=== block 1 ===
Fig. 1: block 1, logic cells by family
Bar = 20 µm.
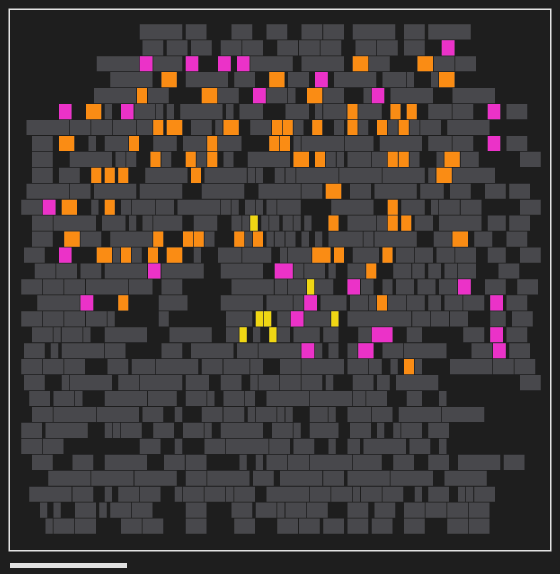

### config.mk
export PLATFORM = sky130hd
export DESIGN_NAME = regfile_access_ctrl
export DESIGN_NICKNAME = d
export VERILOG_FILES = /design/src/rtl/regfile_access_ctrl.sv
export SDC_FILE = /design/constraint.sdc
export NUM_CORES = 1
export LEC_CHECK = 0
export CAP_MARGIN = 20
export CORE_MARGIN = 1.5
export CORE_UTILIZATION = 49
export CTS_CLUSTER_SIZE = 25
export DETAILED_ROUTE_END_ITERATION = 8
export GPL_ROUTABILITY_DRIVEN = 0
export GPL_TIMING_DRIVEN = 0
export PLACE_DENSITY = 0.86
export SYNTH_ARGS = -nofsm -noshare
export SYNTH_HDL_FRONTEND = slang
export SYNTH_SLANG_ARGS = --single-unit
### constraint.sdc
create_clock -name clk -period 7.4 [get_ports clk]
set_input_delay 0.74 -clock clk [delete_from_list [all_inputs] [get_ports clk]]
set_output_delay 0.74 -clock clk [all_outputs]
set_load 0.01 [all_outputs]
### src/rtl/regfile_access_ctrl.sv
// Register-file access controller: arbitrates one READ/WRITE/NOP per cycle on the shared reg1 port, buffers writebacks.
// Latency: operand response 1 cycle after READ issue; a queued writeback reaches the register file no earlier than 1 cycle after acceptance.
// Backpressure: rd_ready drops on full queue, busy response slot, hazard or drain; wb_ready drops on full queue or drain. Optional RF_FWD_EN forwards queued data.
module regfile_access_ctrl #(
    parameter int DATA_W   = 16,
    parameter int ADDR_W   = 4,
    parameter int WQ_DEPTH = 2
) (
    input  logic              clk,
    input  logic              rst,
    input  logic              rd_valid,
    output logic              rd_ready,
    input  logic [ADDR_W-1:0] rd_src1,
    input  logic [ADDR_W-1:0] rd_src2,
    output logic              rsp_valid,
    input  logic              rsp_ready,
    output logic [DATA_W-1:0] rsp_data1,
    output logic [DATA_W-1:0] rsp_data2,
    input  logic              wb_valid,
    output logic              wb_ready,
    input  logic [ADDR_W-1:0] wb_dest,
    input  logic [DATA_W-1:0] wb_data,
    input  logic              drain_req,
    output logic              drain_done,
    output logic              rf_read_enable,
    output logic              rf_write_enable,
    output logic [ADDR_W-1:0] rf_reg1,
    output logic [ADDR_W-1:0] rf_reg2,
    output logic [DATA_W-1:0] rf_in_data,
    input  logic [DATA_W-1:0] rf_out_data1,
    input  logic [DATA_W-1:0] rf_out_data2,
    output logic [2:0]        wq_count
);
    typedef enum logic [1:0] {ST_RUN, ST_DRAIN, ST_DRAINED} state_t;
    localparam logic [2:0] DEPTH_C = 3'(WQ_DEPTH);

    state_t            state_q, state_d;
    logic              drain_done_q, drain_done_d;
    logic [2:0]        count_q, count_d;
    logic [ADDR_W-1:0] dest_q [WQ_DEPTH];
    logic [ADDR_W-1:0] dest_d [WQ_DEPTH];
    logic [DATA_W-1:0] wdat_q [WQ_DEPTH];
    logic [DATA_W-1:0] wdat_d [WQ_DEPTH];
    logic              rsp_valid_q, rsp_valid_d;
    logic [DATA_W-1:0] rsp_data1_q, rsp_data1_d;
    logic [DATA_W-1:0] rsp_data2_q, rsp_data2_d;

    logic              full, empty, slot_free, blocked;
    logic              issue_rd, issue_wr, push, pop;
    logic [DATA_W-1:0] rd_data1, rd_data2;
    logic [2:0]        slot;

    assign full      = (count_q == DEPTH_C);
    assign empty     = (count_q == 3'd0);
    assign slot_free = !rsp_valid_q || rsp_ready;

`ifdef RF_FWD_EN
    // Operand select: youngest queued entry for a source overrides the register file
    always_comb begin
        blocked  = 1'b0;
        rd_data1 = rf_out_data1;
        rd_data2 = rf_out_data2;
        for (int i = 0; i < WQ_DEPTH; i++) begin
            if (3'(i) < count_q && dest_q[i] == rd_src1) rd_data1 = wdat_q[i];
            if (3'(i) < count_q && dest_q[i] == rd_src2) rd_data2 = wdat_q[i];
        end
    end
`else
    // Hazard check: any queued destination matching a source stalls the read
    always_comb begin
        blocked  = 1'b0;
        rd_data1 = rf_out_data1;
        rd_data2 = rf_out_data2;
        for (int i = 0; i < WQ_DEPTH; i++) begin
            if (3'(i) < count_q && (dest_q[i] == rd_src1 || dest_q[i] == rd_src2)) blocked = 1'b1;
        end
    end
`endif

    // Port arbitration: full queue beats reads, reads beat opportunistic writes
    always_comb begin
        issue_rd = 1'b0;
        issue_wr = 1'b0;
        if (!rst) begin
            if (full)
                issue_wr = 1'b1;
            else if (rd_valid && slot_free && !blocked && state_q == ST_RUN)
                issue_rd = 1'b1;
            else if (!empty)
                issue_wr = 1'b1;
        end
    end

    assign rd_ready        = issue_rd;
    assign wb_ready        = !rst && !full && (state_q == ST_RUN);
    assign rf_read_enable  = issue_rd;
    assign rf_write_enable = issue_wr;
    assign rf_reg1         = issue_rd ? rd_src1 : (issue_wr ? dest_q[0] : '0);
    assign rf_reg2         = issue_rd ? rd_src2 : '0;
    assign rf_in_data      = issue_wr ? wdat_q[0] : '0;
    assign push            = wb_valid && wb_ready;
    assign pop             = issue_wr;

    // Writeback queue: shift toward head on pop, append at the tail on push
    always_comb begin
        dest_d  = dest_q;
        wdat_d  = wdat_q;
        slot    = pop ? (count_q - 3'd1) : count_q;
        count_d = count_q + 3'(push) - 3'(pop);
        if (pop) begin
            for (int i = 0; i < WQ_DEPTH - 1; i++) begin
                dest_d[i] = dest_q[i+1];
                wdat_d[i] = wdat_q[i+1];
            end
        end
        for (int i = 0; i < WQ_DEPTH; i++) begin
            if (push && 3'(i) == slot) begin
                dest_d[i] = wb_dest;
                wdat_d[i] = wb_data;
            end
        end
    end

    // Response slot: load on READ, clear on consume, otherwise hold
    always_comb begin
        rsp_valid_d = rsp_valid_q && !rsp_ready;
        rsp_data1_d = rsp_data1_q;
        rsp_data2_d = rsp_data2_q;
        if (issue_rd) begin
            rsp_valid_d = 1'b1;
            rsp_data1_d = rd_data1;
            rsp_data2_d = rd_data2;
        end
    end

    // Drain sequencing: quiesce once queue and response slot will both be empty
    always_comb begin
        state_d = state_q;
        case (state_q)
            ST_RUN:     if (drain_req) state_d = ST_DRAIN;
            ST_DRAIN:   if (count_d == 3'd0 && !rsp_valid_d) state_d = ST_DRAINED;
            ST_DRAINED: if (!drain_req) state_d = ST_RUN;
            default:    state_d = ST_RUN;
        endcase
        drain_done_d = (state_d == ST_DRAINED);
    end

    // State registers with synchronous reset
    always_ff @(posedge clk) begin
        if (rst) begin
            state_q      <= ST_RUN;
            drain_done_q <= 1'b0;
            count_q      <= 3'd0;
            rsp_valid_q  <= 1'b0;
            rsp_data1_q  <= '0;
            rsp_data2_q  <= '0;
            for (int i = 0; i < WQ_DEPTH; i++) begin
                dest_q[i] <= '0;
                wdat_q[i] <= '0;
            end
        end else begin
            state_q      <= state_d;
            drain_done_q <= drain_done_d;
            count_q      <= count_d;
            rsp_valid_q  <= rsp_valid_d;
            rsp_data1_q  <= rsp_data1_d;
            rsp_data2_q  <= rsp_data2_d;
            dest_q       <= dest_d;
            wdat_q       <= wdat_d;
        end
    end

    assign rsp_valid  = rsp_valid_q;
    assign rsp_data1  = rsp_data1_q;
    assign rsp_data2  = rsp_data2_q;
    assign drain_done = drain_done_q;
    assign wq_count   = count_q;
endmodule

=== block 2 ===
## config.mk

```make
export PLATFORM = sky130hd
export DESIGN_NAME = biquad_coeff_loader_flat
export DESIGN_NICKNAME = d
export VERILOG_FILES = /design/src/rtl/biquad_coeff_loader_if.sv /design/src/rtl/biquad_coeff_loader.sv /design/src/flat_wrapper.sv
export SDC_FILE = /design/constraint.sdc
export NUM_CORES = 1
export LEC_CHECK = 0
export CAP_MARGIN = 10
export CORE_MARGIN = 2
export CORE_UTILIZATION = 55
export CTS_BUF_LIST = sky130_fd_sc_hd__clkbuf_8 sky130_fd_sc_hd__clkbuf_16
export DETAILED_ROUTE_END_ITERATION = 16
export GPL_TIMING_DRIVEN = 0
export PLACE_DENSITY = 0.82
export SYNTH_ARGS = -nofsm -noshare
export SYNTH_HDL_FRONTEND = slang
export SYNTH_SLANG_ARGS = --single-unit
```

## constraint.sdc

```tcl
create_clock -name clk -period 5.3 [get_ports clk]
set_clock_uncertainty 0.2 [all_clocks]
set_input_delay 0.53 -clock clk [delete_from_list [all_inputs] [get_ports clk]]
set_output_delay 0.53 -clock clk [all_outputs]
set_load 0.01 [all_outputs]
```

## src/rtl/biquad_coeff_loader_if.sv

```systemverilog
// Register-bus and coefficient-chain signals of biquad_coeff_loader.
// master = register block / host side, slave = loader.
interface biquad_coeff_loader_if #(
  parameter int unsigned CBITS = 18,
  parameter int unsigned ABITS = 4
);
  logic [ABITS-1:0] cfg_addr_i;
  logic [CBITS-1:0] cfg_dat_i;
  logic             cfg_wr_i;
  logic             commit_i;
  logic             busy_o;
  logic             done_o;
  logic             wr_drop_o;
  logic [CBITS-1:0] coeff_dat_o;
  logic             coeff_wr_o;
  logic             coeff_update_o;

  modport master (
    output cfg_addr_i, cfg_dat_i, cfg_wr_i, commit_i,
    input  busy_o, done_o, wr_drop_o, coeff_dat_o, coeff_wr_o, coeff_update_o
  );

  modport slave (
    input  cfg_addr_i, cfg_dat_i, cfg_wr_i, commit_i,
    output busy_o, done_o, wr_drop_o, coeff_dat_o, coeff_wr_o, coeff_update_o
  );
endinterface

```

## src/rtl/biquad_coeff_loader.sv

```systemverilog
// Shadow coefficient bank that streams into a DSP B-cascade and then strobes a common update.
// Optional COEFF_AUTOCOMMIT_EN: an accepted write to index 0 also acts as a commit.
module biquad_coeff_loader #(
  parameter int unsigned NCOEFF = 12,
  parameter int unsigned CBITS  = 18,
  parameter int unsigned ABITS  = 4
) (
  input logic                  clk,
  input logic                  rst_n,
  biquad_coeff_loader_if.slave bus
);

  localparam int unsigned IW = (NCOEFF > 1) ? $clog2(NCOEFF) : 1;

  typedef enum logic [1:0] {StIdle, StShift, StUpdate, StDone} state_e;

  state_e           state_q, state_d;
  logic [IW-1:0]    idx_q, idx_d;
  logic             pend_q, pend_d;
  logic             drop_q, drop_d;
  logic [CBITS-1:0] dat_q, dat_d;
  logic [CBITS-1:0] bank_q [NCOEFF];

  logic busy;
  logic addr_ok;
  logic wr_ok;
  logic commit_req;

  assign busy    = (state_q == StShift) || (state_q == StUpdate);
  // Extra bit keeps the compare correct when 2**ABITS == NCOEFF.
  assign addr_ok = {1'b0, bus.cfg_addr_i} < (ABITS + 1)'(NCOEFF);
  assign wr_ok   = bus.cfg_wr_i && addr_ok && !busy;

`ifdef COEFF_AUTOCOMMIT_EN
  assign commit_req = bus.commit_i || (wr_ok && (bus.cfg_addr_i == '0));
`else
  assign commit_req = bus.commit_i;
`endif

  always_ff @(posedge clk or negedge rst_n) begin
    if (!rst_n) begin
      for (int k = 0; k < NCOEFF; k++) bank_q[k] <= '0;
    end else if (wr_ok) begin
      for (int k = 0; k < NCOEFF; k++) begin
        if (bus.cfg_addr_i == ABITS'(k)) bank_q[k] <= bus.cfg_dat_i;
      end
    end
  end

  always_comb begin
    state_d = state_q;
    idx_d   = idx_q;
    pend_d  = pend_q;
    dat_d   = dat_q;
    drop_d  = bus.cfg_wr_i && !wr_ok;
    unique case (state_q)
      StIdle: begin
        if (commit_req) begin
          state_d = StShift;
          idx_d   = IW'(NCOEFF - 1);
        end
      end
      StShift: begin
        // Data lags the shift strobe by one cycle; tail word goes first.
        dat_d = bank_q[idx_q];
        if (commit_req) pend_d = 1'b1;
        if (idx_q == '0) state_d = StUpdate;
        else             idx_d   = idx_q - IW'(1);
      end
      StUpdate: begin
        if (commit_req) pend_d = 1'b1;
        state_d = StDone;
      end
      StDone: begin
        if (pend_q || commit_req) begin
          state_d = StShift;
          idx_d   = IW'(NCOEFF - 1);
          pend_d  = 1'b0;
        end else begin
          state_d = StIdle;
        end
      end
      default: state_d = StIdle;
    endcase
  end

  always_ff @(posedge clk or negedge rst_n) begin
    if (!rst_n) begin
      state_q <= StIdle;
      idx_q   <= '0;
      pend_q  <= 1'b0;
      drop_q  <= 1'b0;
      dat_q   <= '0;
    end else begin
      state_q <= state_d;
      idx_q   <= idx_d;
      pend_q  <= pend_d;
      drop_q  <= drop_d;
      dat_q   <= dat_d;
    end
  end

  // Strobes decode straight from the state flop so reset clears them asynchronously.
  assign bus.busy_o         = busy;
  assign bus.done_o         = (state_q == StDone);
  assign bus.coeff_wr_o     = (state_q == StShift);
  assign bus.coeff_update_o = (state_q == StUpdate);
  assign bus.wr_drop_o      = drop_q;
  assign bus.coeff_dat_o    = dat_q;

endmodule
```

## src/flat_wrapper.sv

```systemverilog
// flat-port wrapper written by rule: the top's interface ports become plain ports
module biquad_coeff_loader_flat 
#(
  parameter int unsigned NCOEFF = 12,
  parameter int unsigned CBITS  = 18,
  parameter int unsigned ABITS  = 4
)
  (clk, rst_n, bus_cfg_addr_i, bus_cfg_dat_i, bus_cfg_wr_i, bus_commit_i, bus_busy_o, bus_done_o, bus_wr_drop_o, bus_coeff_dat_o, bus_coeff_wr_o, bus_coeff_update_o);
  biquad_coeff_loader_if #(.CBITS(CBITS), .ABITS(ABITS)) bus_i ();
  input logic clk;
  input logic rst_n;
  input wire logic [$bits(bus_i.cfg_addr_i)-1:0] bus_cfg_addr_i;
  input wire logic [$bits(bus_i.cfg_dat_i)-1:0] bus_cfg_dat_i;
  input wire logic [$bits(bus_i.cfg_wr_i)-1:0] bus_cfg_wr_i;
  input wire logic [$bits(bus_i.commit_i)-1:0] bus_commit_i;
  output wire logic [$bits(bus_i.busy_o)-1:0] bus_busy_o;
  output wire logic [$bits(bus_i.done_o)-1:0] bus_done_o;
  output wire logic [$bits(bus_i.wr_drop_o)-1:0] bus_wr_drop_o;
  output wire logic [$bits(bus_i.coeff_dat_o)-1:0] bus_coeff_dat_o;
  output wire logic [$bits(bus_i.coeff_wr_o)-1:0] bus_coeff_wr_o;
  output wire logic [$bits(bus_i.coeff_update_o)-1:0] bus_coeff_update_o;
  assign bus_i.cfg_addr_i = bus_cfg_addr_i;
  assign bus_i.cfg_dat_i = bus_cfg_dat_i;
  assign bus_i.cfg_wr_i = bus_cfg_wr_i;
  assign bus_i.commit_i = bus_commit_i;
  assign bus_busy_o = bus_i.busy_o;
  assign bus_done_o = bus_i.done_o;
  assign bus_wr_drop_o = bus_i.wr_drop_o;
  assign bus_coeff_dat_o = bus_i.coeff_dat_o;
  assign bus_coeff_wr_o = bus_i.coeff_wr_o;
  assign bus_coeff_update_o = bus_i.coeff_update_o;
  biquad_coeff_loader #(.NCOEFF(NCOEFF), .CBITS(CBITS), .ABITS(ABITS)) u_core (.clk(clk), .rst_n(rst_n), .bus(bus_i));
endmodule
```

=== block 3 ===
[config.mk]
export PLATFORM = sky130hd
export DESIGN_NAME = mem_access_ctrl
export DESIGN_NICKNAME = d
export VERILOG_FILES = /design/src/rtl/mem_access_ctrl.sv
export SDC_FILE = /design/constraint.sdc
export NUM_CORES = 1
export LEC_CHECK = 0
export CAP_MARGIN = 30
export CORE_UTILIZATION = 30
export CTS_CLUSTER_DIAMETER = 120
export DETAILED_ROUTE_END_ITERATION = 8
export PLACE_DENSITY = 0.65
export SETUP_SLACK_MARGIN = 0.2
export SLEW_MARGIN = 25
export SYNTH_ARGS = -nofsm -noshare
export SYNTH_HDL_FRONTEND = slang
export SYNTH_SLANG_ARGS = --single-unit
[constraint.sdc]
create_clock -name clk -period 3.2 [get_ports clk]
set_input_delay 0.48 -clock clk [delete_from_list [all_inputs] [get_ports clk]]
set_output_delay 0.48 -clock clk [all_outputs]
set_load 0.05 [all_outputs]
[src/rtl/mem_access_ctrl.sv]
// MEM-stage data-memory sequencer: one load/store per request, ack-based bus, timeout detection.
// Optional misaligned-address rejection is compiled in with `define ALIGN_CHECK_EN.
//   state | meaning
//   IDLE  | waiting for a legal request; latches the access on accept
//   REQ   | mem_req held, waiting for mem_ack or timeout
//   DONE  | one-cycle completion: load_valid or bus_err pulse
module mem_access_ctrl #(
  parameter int unsigned TIMEOUT = 16
) (
  input  logic        clk,
  input  logic        rst_n,
  input  logic        req_valid,
  input  logic [5:0]  req_op,
  input  logic [31:0] req_addr,
  input  logic [31:0] req_wdata,
  output logic        stall,
  output logic        load_valid,
  output logic [31:0] load_data,
  output logic        bus_err,
  output logic        addr_err,
  output logic        mem_req,
  output logic        mem_we,
  output logic [3:0]  mem_be,
  output logic [31:0] mem_addr,
  output logic [31:0] mem_wdata,
  input  logic        mem_ack,
  input  logic [31:0] mem_rdata
);

  localparam logic [5:0] OP_LB  = 6'h20;
  localparam logic [5:0] OP_LBU = 6'h24;
  localparam logic [5:0] OP_LH  = 6'h21;
  localparam logic [5:0] OP_LHU = 6'h25;
  localparam logic [5:0] OP_LW  = 6'h23;
  localparam logic [5:0] OP_SB  = 6'h28;
  localparam logic [5:0] OP_SH  = 6'h29;
  localparam logic [5:0] OP_SW  = 6'h2B;
  localparam logic [7:0] TC     = 8'(TIMEOUT);

  typedef enum logic [1:0] {IDLE, REQ, DONE} state_t;

  state_t      state, state_nxt;
  logic [7:0]  cnt;
  logic [7:0]  cnt_inc;
  logic [5:0]  op_q;
  logic [1:0]  lo_q;
  logic        err_q;
  logic        legal, misalign, req_take, accept, timeout_hit;
  logic [3:0]  be_nxt;
  logic [31:0] wdata_nxt;
  logic [7:0]  byte_sel;
  logic [15:0] half_sel;
  logic [31:0] ext_data;

  function automatic logic is_load(input logic [5:0] op);
    return (op == OP_LB) || (op == OP_LBU) || (op == OP_LH) || (op == OP_LHU) || (op == OP_LW);
  endfunction

  function automatic logic is_store(input logic [5:0] op);
    return (op == OP_SB) || (op == OP_SH) || (op == OP_SW);
  endfunction

  always_comb begin
    legal = is_load(req_op) || is_store(req_op);
`ifdef ALIGN_CHECK_EN
    misalign = (((req_op == OP_LH) || (req_op == OP_LHU) || (req_op == OP_SH)) && req_addr[0]) ||
               (((req_op == OP_LW) || (req_op == OP_SW)) && (req_addr[1:0] != 2'b00));
`else
    misalign = 1'b0;
`endif
    // Gating with rst_n keeps stall/addr_err low while reset is held.
    req_take    = rst_n && (state == IDLE) && req_valid && legal;
    accept      = req_take && !misalign;
    cnt_inc     = cnt + 8'd1;
    timeout_hit = (cnt_inc == TC);
  end

  always_comb begin
    be_nxt    = 4'b1111;
    wdata_nxt = req_wdata;
    case (req_op)
      OP_SB: begin
        be_nxt    = 4'b0001 << req_addr[1:0];
        wdata_nxt = {4{req_wdata[7:0]}};
      end
      OP_SH: begin
        be_nxt    = req_addr[1] ? 4'b1100 : 4'b0011;
        wdata_nxt = {2{req_wdata[15:0]}};
      end
      default: ;
    endcase
  end

  always_comb begin
    byte_sel = mem_rdata[{lo_q, 3'b000} +: 8];
    half_sel = lo_q[1] ? mem_rdata[31:16] : mem_rdata[15:0];
    case (op_q)
      OP_LB:   ext_data = {{24{byte_sel[7]}}, byte_sel};
      OP_LBU:  ext_data = {24'h0, byte_sel};
      OP_LH:   ext_data = {{16{half_sel[15]}}, half_sel};
      OP_LHU:  ext_data = {16'h0, half_sel};
      default: ext_data = mem_rdata;
    endcase
  end

  always_ff @(posedge clk or negedge rst_n) begin
    if (!rst_n) state <= IDLE;
    else        state <= state_nxt;
  end

  always_comb begin
    state_nxt = state;
    case (state)
      IDLE:    if (accept) state_nxt = REQ;
      REQ:     if (mem_ack || timeout_hit) state_nxt = DONE;
      DONE:    state_nxt = IDLE;
      default: state_nxt = IDLE;
    endcase
  end

  always_comb begin
    stall      = accept || (state == REQ);
    addr_err   = req_take && misalign;
    mem_req    = (state == REQ);
    load_valid = (state == DONE) && !err_q && is_load(op_q);
    bus_err    = (state == DONE) && err_q;
  end

  always_ff @(posedge clk or negedge rst_n) begin
    if (!rst_n) begin
      cnt       <= 8'd0;
      op_q      <= 6'd0;
      lo_q      <= 2'd0;
      err_q     <= 1'b0;
      mem_we    <= 1'b0;
      mem_be    <= 4'd0;
      mem_addr  <= 32'd0;
      mem_wdata <= 32'd0;
      load_data <= 32'd0;
    end else begin
      if (accept) begin
        cnt       <= 8'd0;
        op_q      <= req_op;
        lo_q      <= req_addr[1:0];
        err_q     <= 1'b0;
        mem_we    <= is_store(req_op);
        mem_be    <= be_nxt;
        mem_addr  <= {req_addr[31:2], 2'b00};
        mem_wdata <= wdata_nxt;
      end
      if (state == REQ) begin
        // An ack in the final counted cycle still completes normally.
        if (mem_ack) begin
          if (is_load(op_q)) load_data <= ext_data;
        end else begin
          cnt <= cnt_inc;
          if (timeout_hit) err_q <= 1'b1;
        end
      end
    end
  end

endmodule

Fig. 2: block 3, the clock network
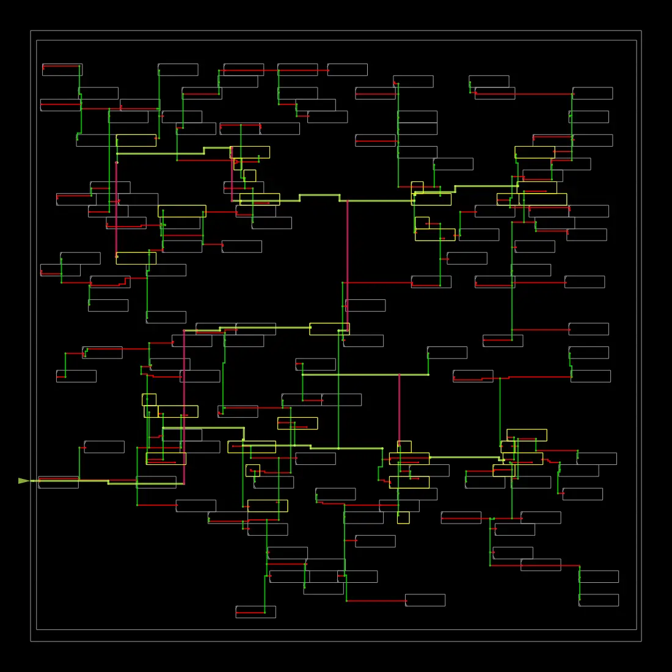
Inserted Clock Buffers: 17
clock buffers: 19

Fig. 3: block 3, placement by cell class
Bar = 50 µm.
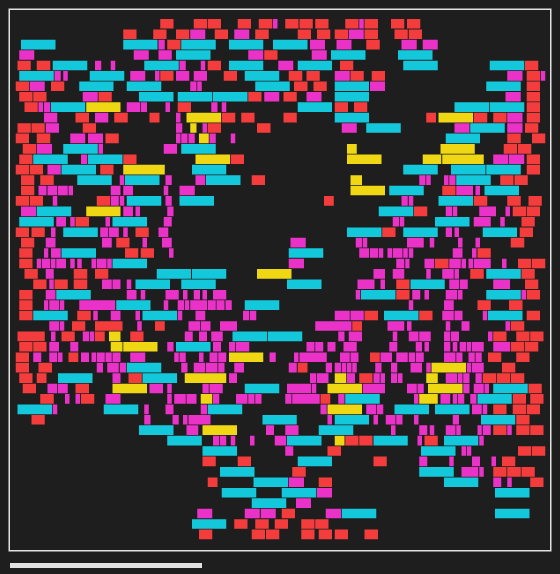
- cyan: flip-flops (cells 118; share of their area 35%)
- yellow: clock drivers and dummy loads (cells 32; share of their area 7.4%)
- magenta: all other logic (cells 401; share of their area 32%)
- red: other buffers and delay cells (cells 220; share of their area 26%)
Final Instance Area: 8750 µm²
fraction of area in registers: 33.7%
fin util: 46.5%

==> reports/metrics.cfg, block 3 <==
[outcome]
status=finished clean

[clock_network]
post_cts_buffers=0
clkTransAtPathRegs_ns=0.06
clockBufferDepth=2

[synth]
ys.flops=118
edf_count=0
ff_type=dfrtp_1
common_cells=dfrtp_1 (118), nand2_1 (68), nor2_1 (53), mux2_2 (44), a21oi_1 (34)
top_cell=dfrtp_1
ys_area_um2=5790

[drt]
routed.top_layer=met4
drc=0
num_vias=4961
drtIter0Drc=283

[setup_path]
cp_slowest_stage_delay_ns=0.56
reg2reg_from=op_q[1]
cp-end-kind=primary output
required_ns=2.72
setup.worst_path.end=load_valid

[finish]
nets=866
drive_above_1_share_pct=15.2
regArea_um2=2950

[timing]
fin_ws_ns=0.580
relSlewSlack_pct=48.9
whs_ns=0.476
timing.fmax_ghz=0.382
min_period_ns=2.62

[floorplan]
die_width_um=141
num_io_pins=212
chip_area_um2=19900

[run]
drv_cap=0

[pwr]
ir_worst_vdd_mv=0.406

[grt]
grt_overflow_total=0
grt_pass1_wl_um=26100

==> block 3: through the flow <==
| step | utilization (%) | instances |
|---|---|---|
| after detailed placement | 43.1 | 998 |
| after global placement | 43.1 | 998 |
| after global routing | 46.5 | 1031 |
| final | 46.5 | 1031 |
| after floorplan | - | 562 |
| after CTS | 46.5 | 1031 |
==> block 3: registers in the layout, indices dropped and copies added (netlist names) <==
| signal | count |
|---|---|
| load_data | 32 |
| mem_we | 1 |
| lo_q | 2 |
| mem_be | 4 |
| mem_wdata | 32 |
| err_q | 1 |
| state | 2 |
| cnt | 8 |
| mem_addr | 30 |
| op_q | 6 |
==> block 3: power by group through the flow <==
| stage | Sequential [W] | Combinational, W | Clock, W |
|---|---|---|---|
| 3_5_place_dp | 0.00210 | 0.00274 | 0 |
| 5_1_grt | 0.00213 | 0.00287 | 0.00215 |
| 2_1_floorplan | 0.00316 | 0.000680 | 0 |
| 6_report | 0.00207 | 0.00272 | 0.00202 |
| 3_3_place_gp | 0.00209 | 0.00272 | 0 |
| 4_1_cts | 0.00208 | 0.00274 | 0.00206 |
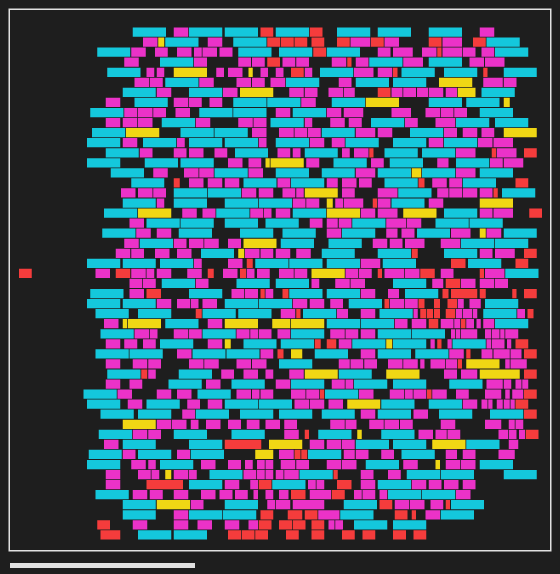
Fig. 4. Placement by cell class (block 2).
Bar = 50 µm.
- cyan: flip-flops (cells 242; share of their area 49%)
- red: other buffers and delay cells (cells 109; share of their area 7.1%)
- magenta: all other logic (cells 467; share of their area 38%)
- yellow: clock drivers and dummy loads (cells 44; share of their area 6.2%)

==> reports/metrics.cfg, block 2 <==
[timing]
fin_ws_ns=2.30
worst_slew_pin_slew_ns=0.625

[pwr]
pwr_density_cell_nw_per_um2=597

[synth]
ff_type=dfrtp_1
syn_inst=767
synthAoiAreaFrac_pct=6.02
synth-seq-area-share_pct=54.6
yosys.area_share.simple_pct=2.48
top_logic_kind=multiplexers
ys.flops=242

[drt]
via_per_inst=6.04
routed.top_layer=met4

[finish]
nets=879
drive_above_1_share_pct=35.7
diodes=0
buffer_area_share_pct=6.95
inverters=7
fin_cells=1127
comb_cells=460

[floorplan]
initCoreUtil_pct=56.5
core-area_um2=19700
tap_cells=265
chip_area_um2=21300

[outcome]
status=finished clean

[run]
drv_cap=0

[setup_path]
critPathKind=reg2out
critPathMaxFanout=8

[grt]
grt_max_degree=88

==> block 2: registers in the layout (all words and copies together) (netlist names) <==
register,cells
u_core.bus.wr_drop_o,1
u_core.pend_q,1
u_core.bus.coeff_dat_o,18
u_core.bank_q,216
u_core.idx_q,4
u_core.state_q,2
==> block 2: worst min path at each step <==
stage                     slack, ns  cells after the start                 end
after floorplan                0.03                      0    u_core.bank_q[0]
after global placement         0.29                      1  u_core.bank_q[123]
after detailed placement       0.29                      1  u_core.bank_q[118]
after CTS                      0.31                      1   u_core.bank_q[66]
after global routing           0.31                      1   u_core.bank_q[55]
final                          0.30                      1  u_core.bank_q[170]
==> block 2: cell usage after synthesis (2+ instances only) <==
library cell,instances
a21oi_1,6
and2b_1,2
and3_1,2
and3_4,2
and4bb_4,2
buf_2,21
buf_4,4
buf_6,8
clkbuf_1,24
dfrtp_1,242
ha_1,8
inv_1,7
mux2_2,187
mux2_4,30
mux2i_1,108
nand2_1,6
nand2_2,9
nand3_1,2
nor2_1,3
nor2b_1,4
o21ai_0,3
o221ai_1,18
o22ai_1,36
o32a_1,18
Fig. 5: block 1, placement by cell class
Bar = 20 µm.
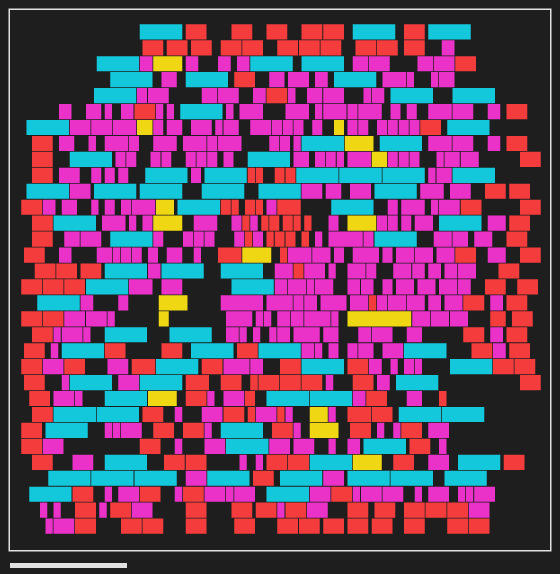
- yellow: clock drivers and dummy loads (cells 16; share of their area 3.7%)
- magenta: all other logic (cells 306; share of their area 40%)
- red: other buffers and delay cells (cells 162; share of their area 27%)
- cyan: flip-flops (cells 79; share of their area 29%)

Fig. 6: block 1, PDN straps and rails
Pins as bars on the die edge. Tap cells in gray.
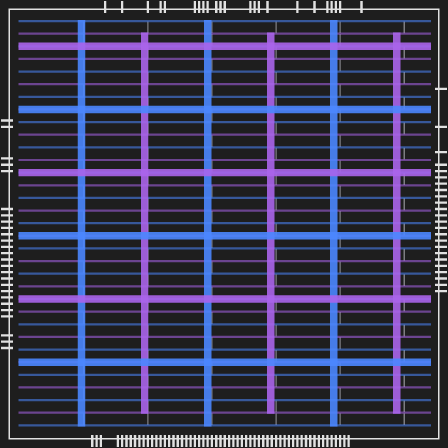
- purple: VDD
- blue: VSS
- met1 rails: 33
- met5 straps: 6
die width: 92.1 µm
core box area: 7730 µm²

## Picture notes: Fig. 1
- magenta: AND and OR gates (cells 27; most used and2_1)
- yellow: inverters (cells 7; most used inv_1; where center)
- orange: inverting AOI/OAI gates (cells 64; most used a21oi_1)

==> reports/metrics.cfg, block 1 <==
[clock_network]
cts_hold_buf=0
post_cts_buffers=0

[synth]
common_cells=dfxtp_1 (79), nor2_1 (59), mux2i_1 (52), a21oi_1 (22), nand3_1 (22)

[timing]
worst_slew_pin_slew_ns=0.795
drv_slew=0

[place]
place_hpwl_um=7600

[setup_path]
reg2reg_to=drain_done
cp_top_family=simple AND/OR/NAND/NOR gates
reg2reg_from=wq_count[0]
path_common_cell=ha_1
crit_chain=inv_1, ha_1, nor2b_1, or4_1, clkbuf_1, nand2_1, and3_1, buf_2, inv_2, clkbuf_1, ha_1, inv_1, ha_1, fa_1, xor2_1, nand3_1, nor3_1, a21o_1

[grt]
grt_max_degree=15

[outcome]
status=finished clean

[pwr]
pwr_density_cell_nw_per_um2=322

[floorplan]
row_count=32

-- block 1: metal layers --
metal	vias to the layer above	wire length, µm	share of wire [%]
met1	1730	4460	43
li1	1759	-	-
met4	0	234	2.3
met5	-	0	0
met3	21	532	5.1
met2	112	5130	50
-- block 1: layout make-up --
cell class | instances | share of cell area, %
buffer | 33 | 3.23
clock buffer | 9 | 2.25
clock inverter | 7 | 1.32
inverter | 7 | 0.477
multi-input combinational | 299 | 38.3
sequential | 79 | 28.7
tap | 102 | 2.32
timing repair buffer | 129 | 23.4
-- block 1: sequential cells by signal (all words and copies together) (netlist names) --
register	count
rsp_data2	16
state_q	2
rsp_valid	1
rsp_data1	16
dest_q	8
drain_done	1
wdat_q	32
wq_count	3
-- block 1: how the worst min path moves through the flow --
stage,from,to,slack [ns]
after floorplan,wdat_q[0],wdat_q[0],0.44
after global placement,wdat_q[11],wdat_q[11],0.45
after detailed placement,wdat_q[7],wdat_q[7],0.46
after CTS,wdat_q[7],wdat_q[7],0.47
after global routing,wdat_q[15],wdat_q[15],0.48
final,wdat_q[7],wdat_q[7],0.46


==> layout pictures side by side <==
Clock wires, drivers and flops.
image #1
Bar = 50 µm.
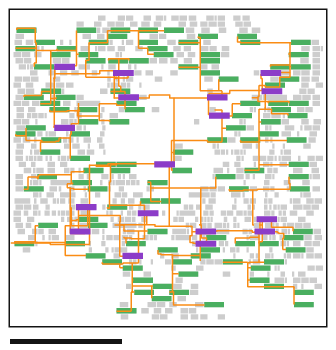
image #2
Bar = 50 µm.
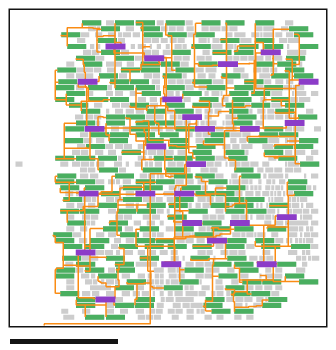
image #3
Bar = 20 µm.
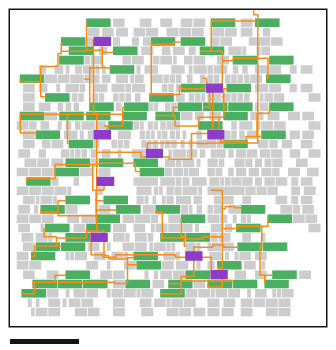
Of these, fewest sequential cells: image #3
Of these, smallest die: image #3
Block 2 is image #2.
Block 1 is image #3.
Block 3 is image #1.

Key to image #2:
- purple: cells driving clock nets (count 25)
- orange: clock wires (length 2750 µm)
- green: flip-flops (count 242)
- flops lie: widely spread
- routed clock nets: 26

Power and IR drop assume default switching activity.
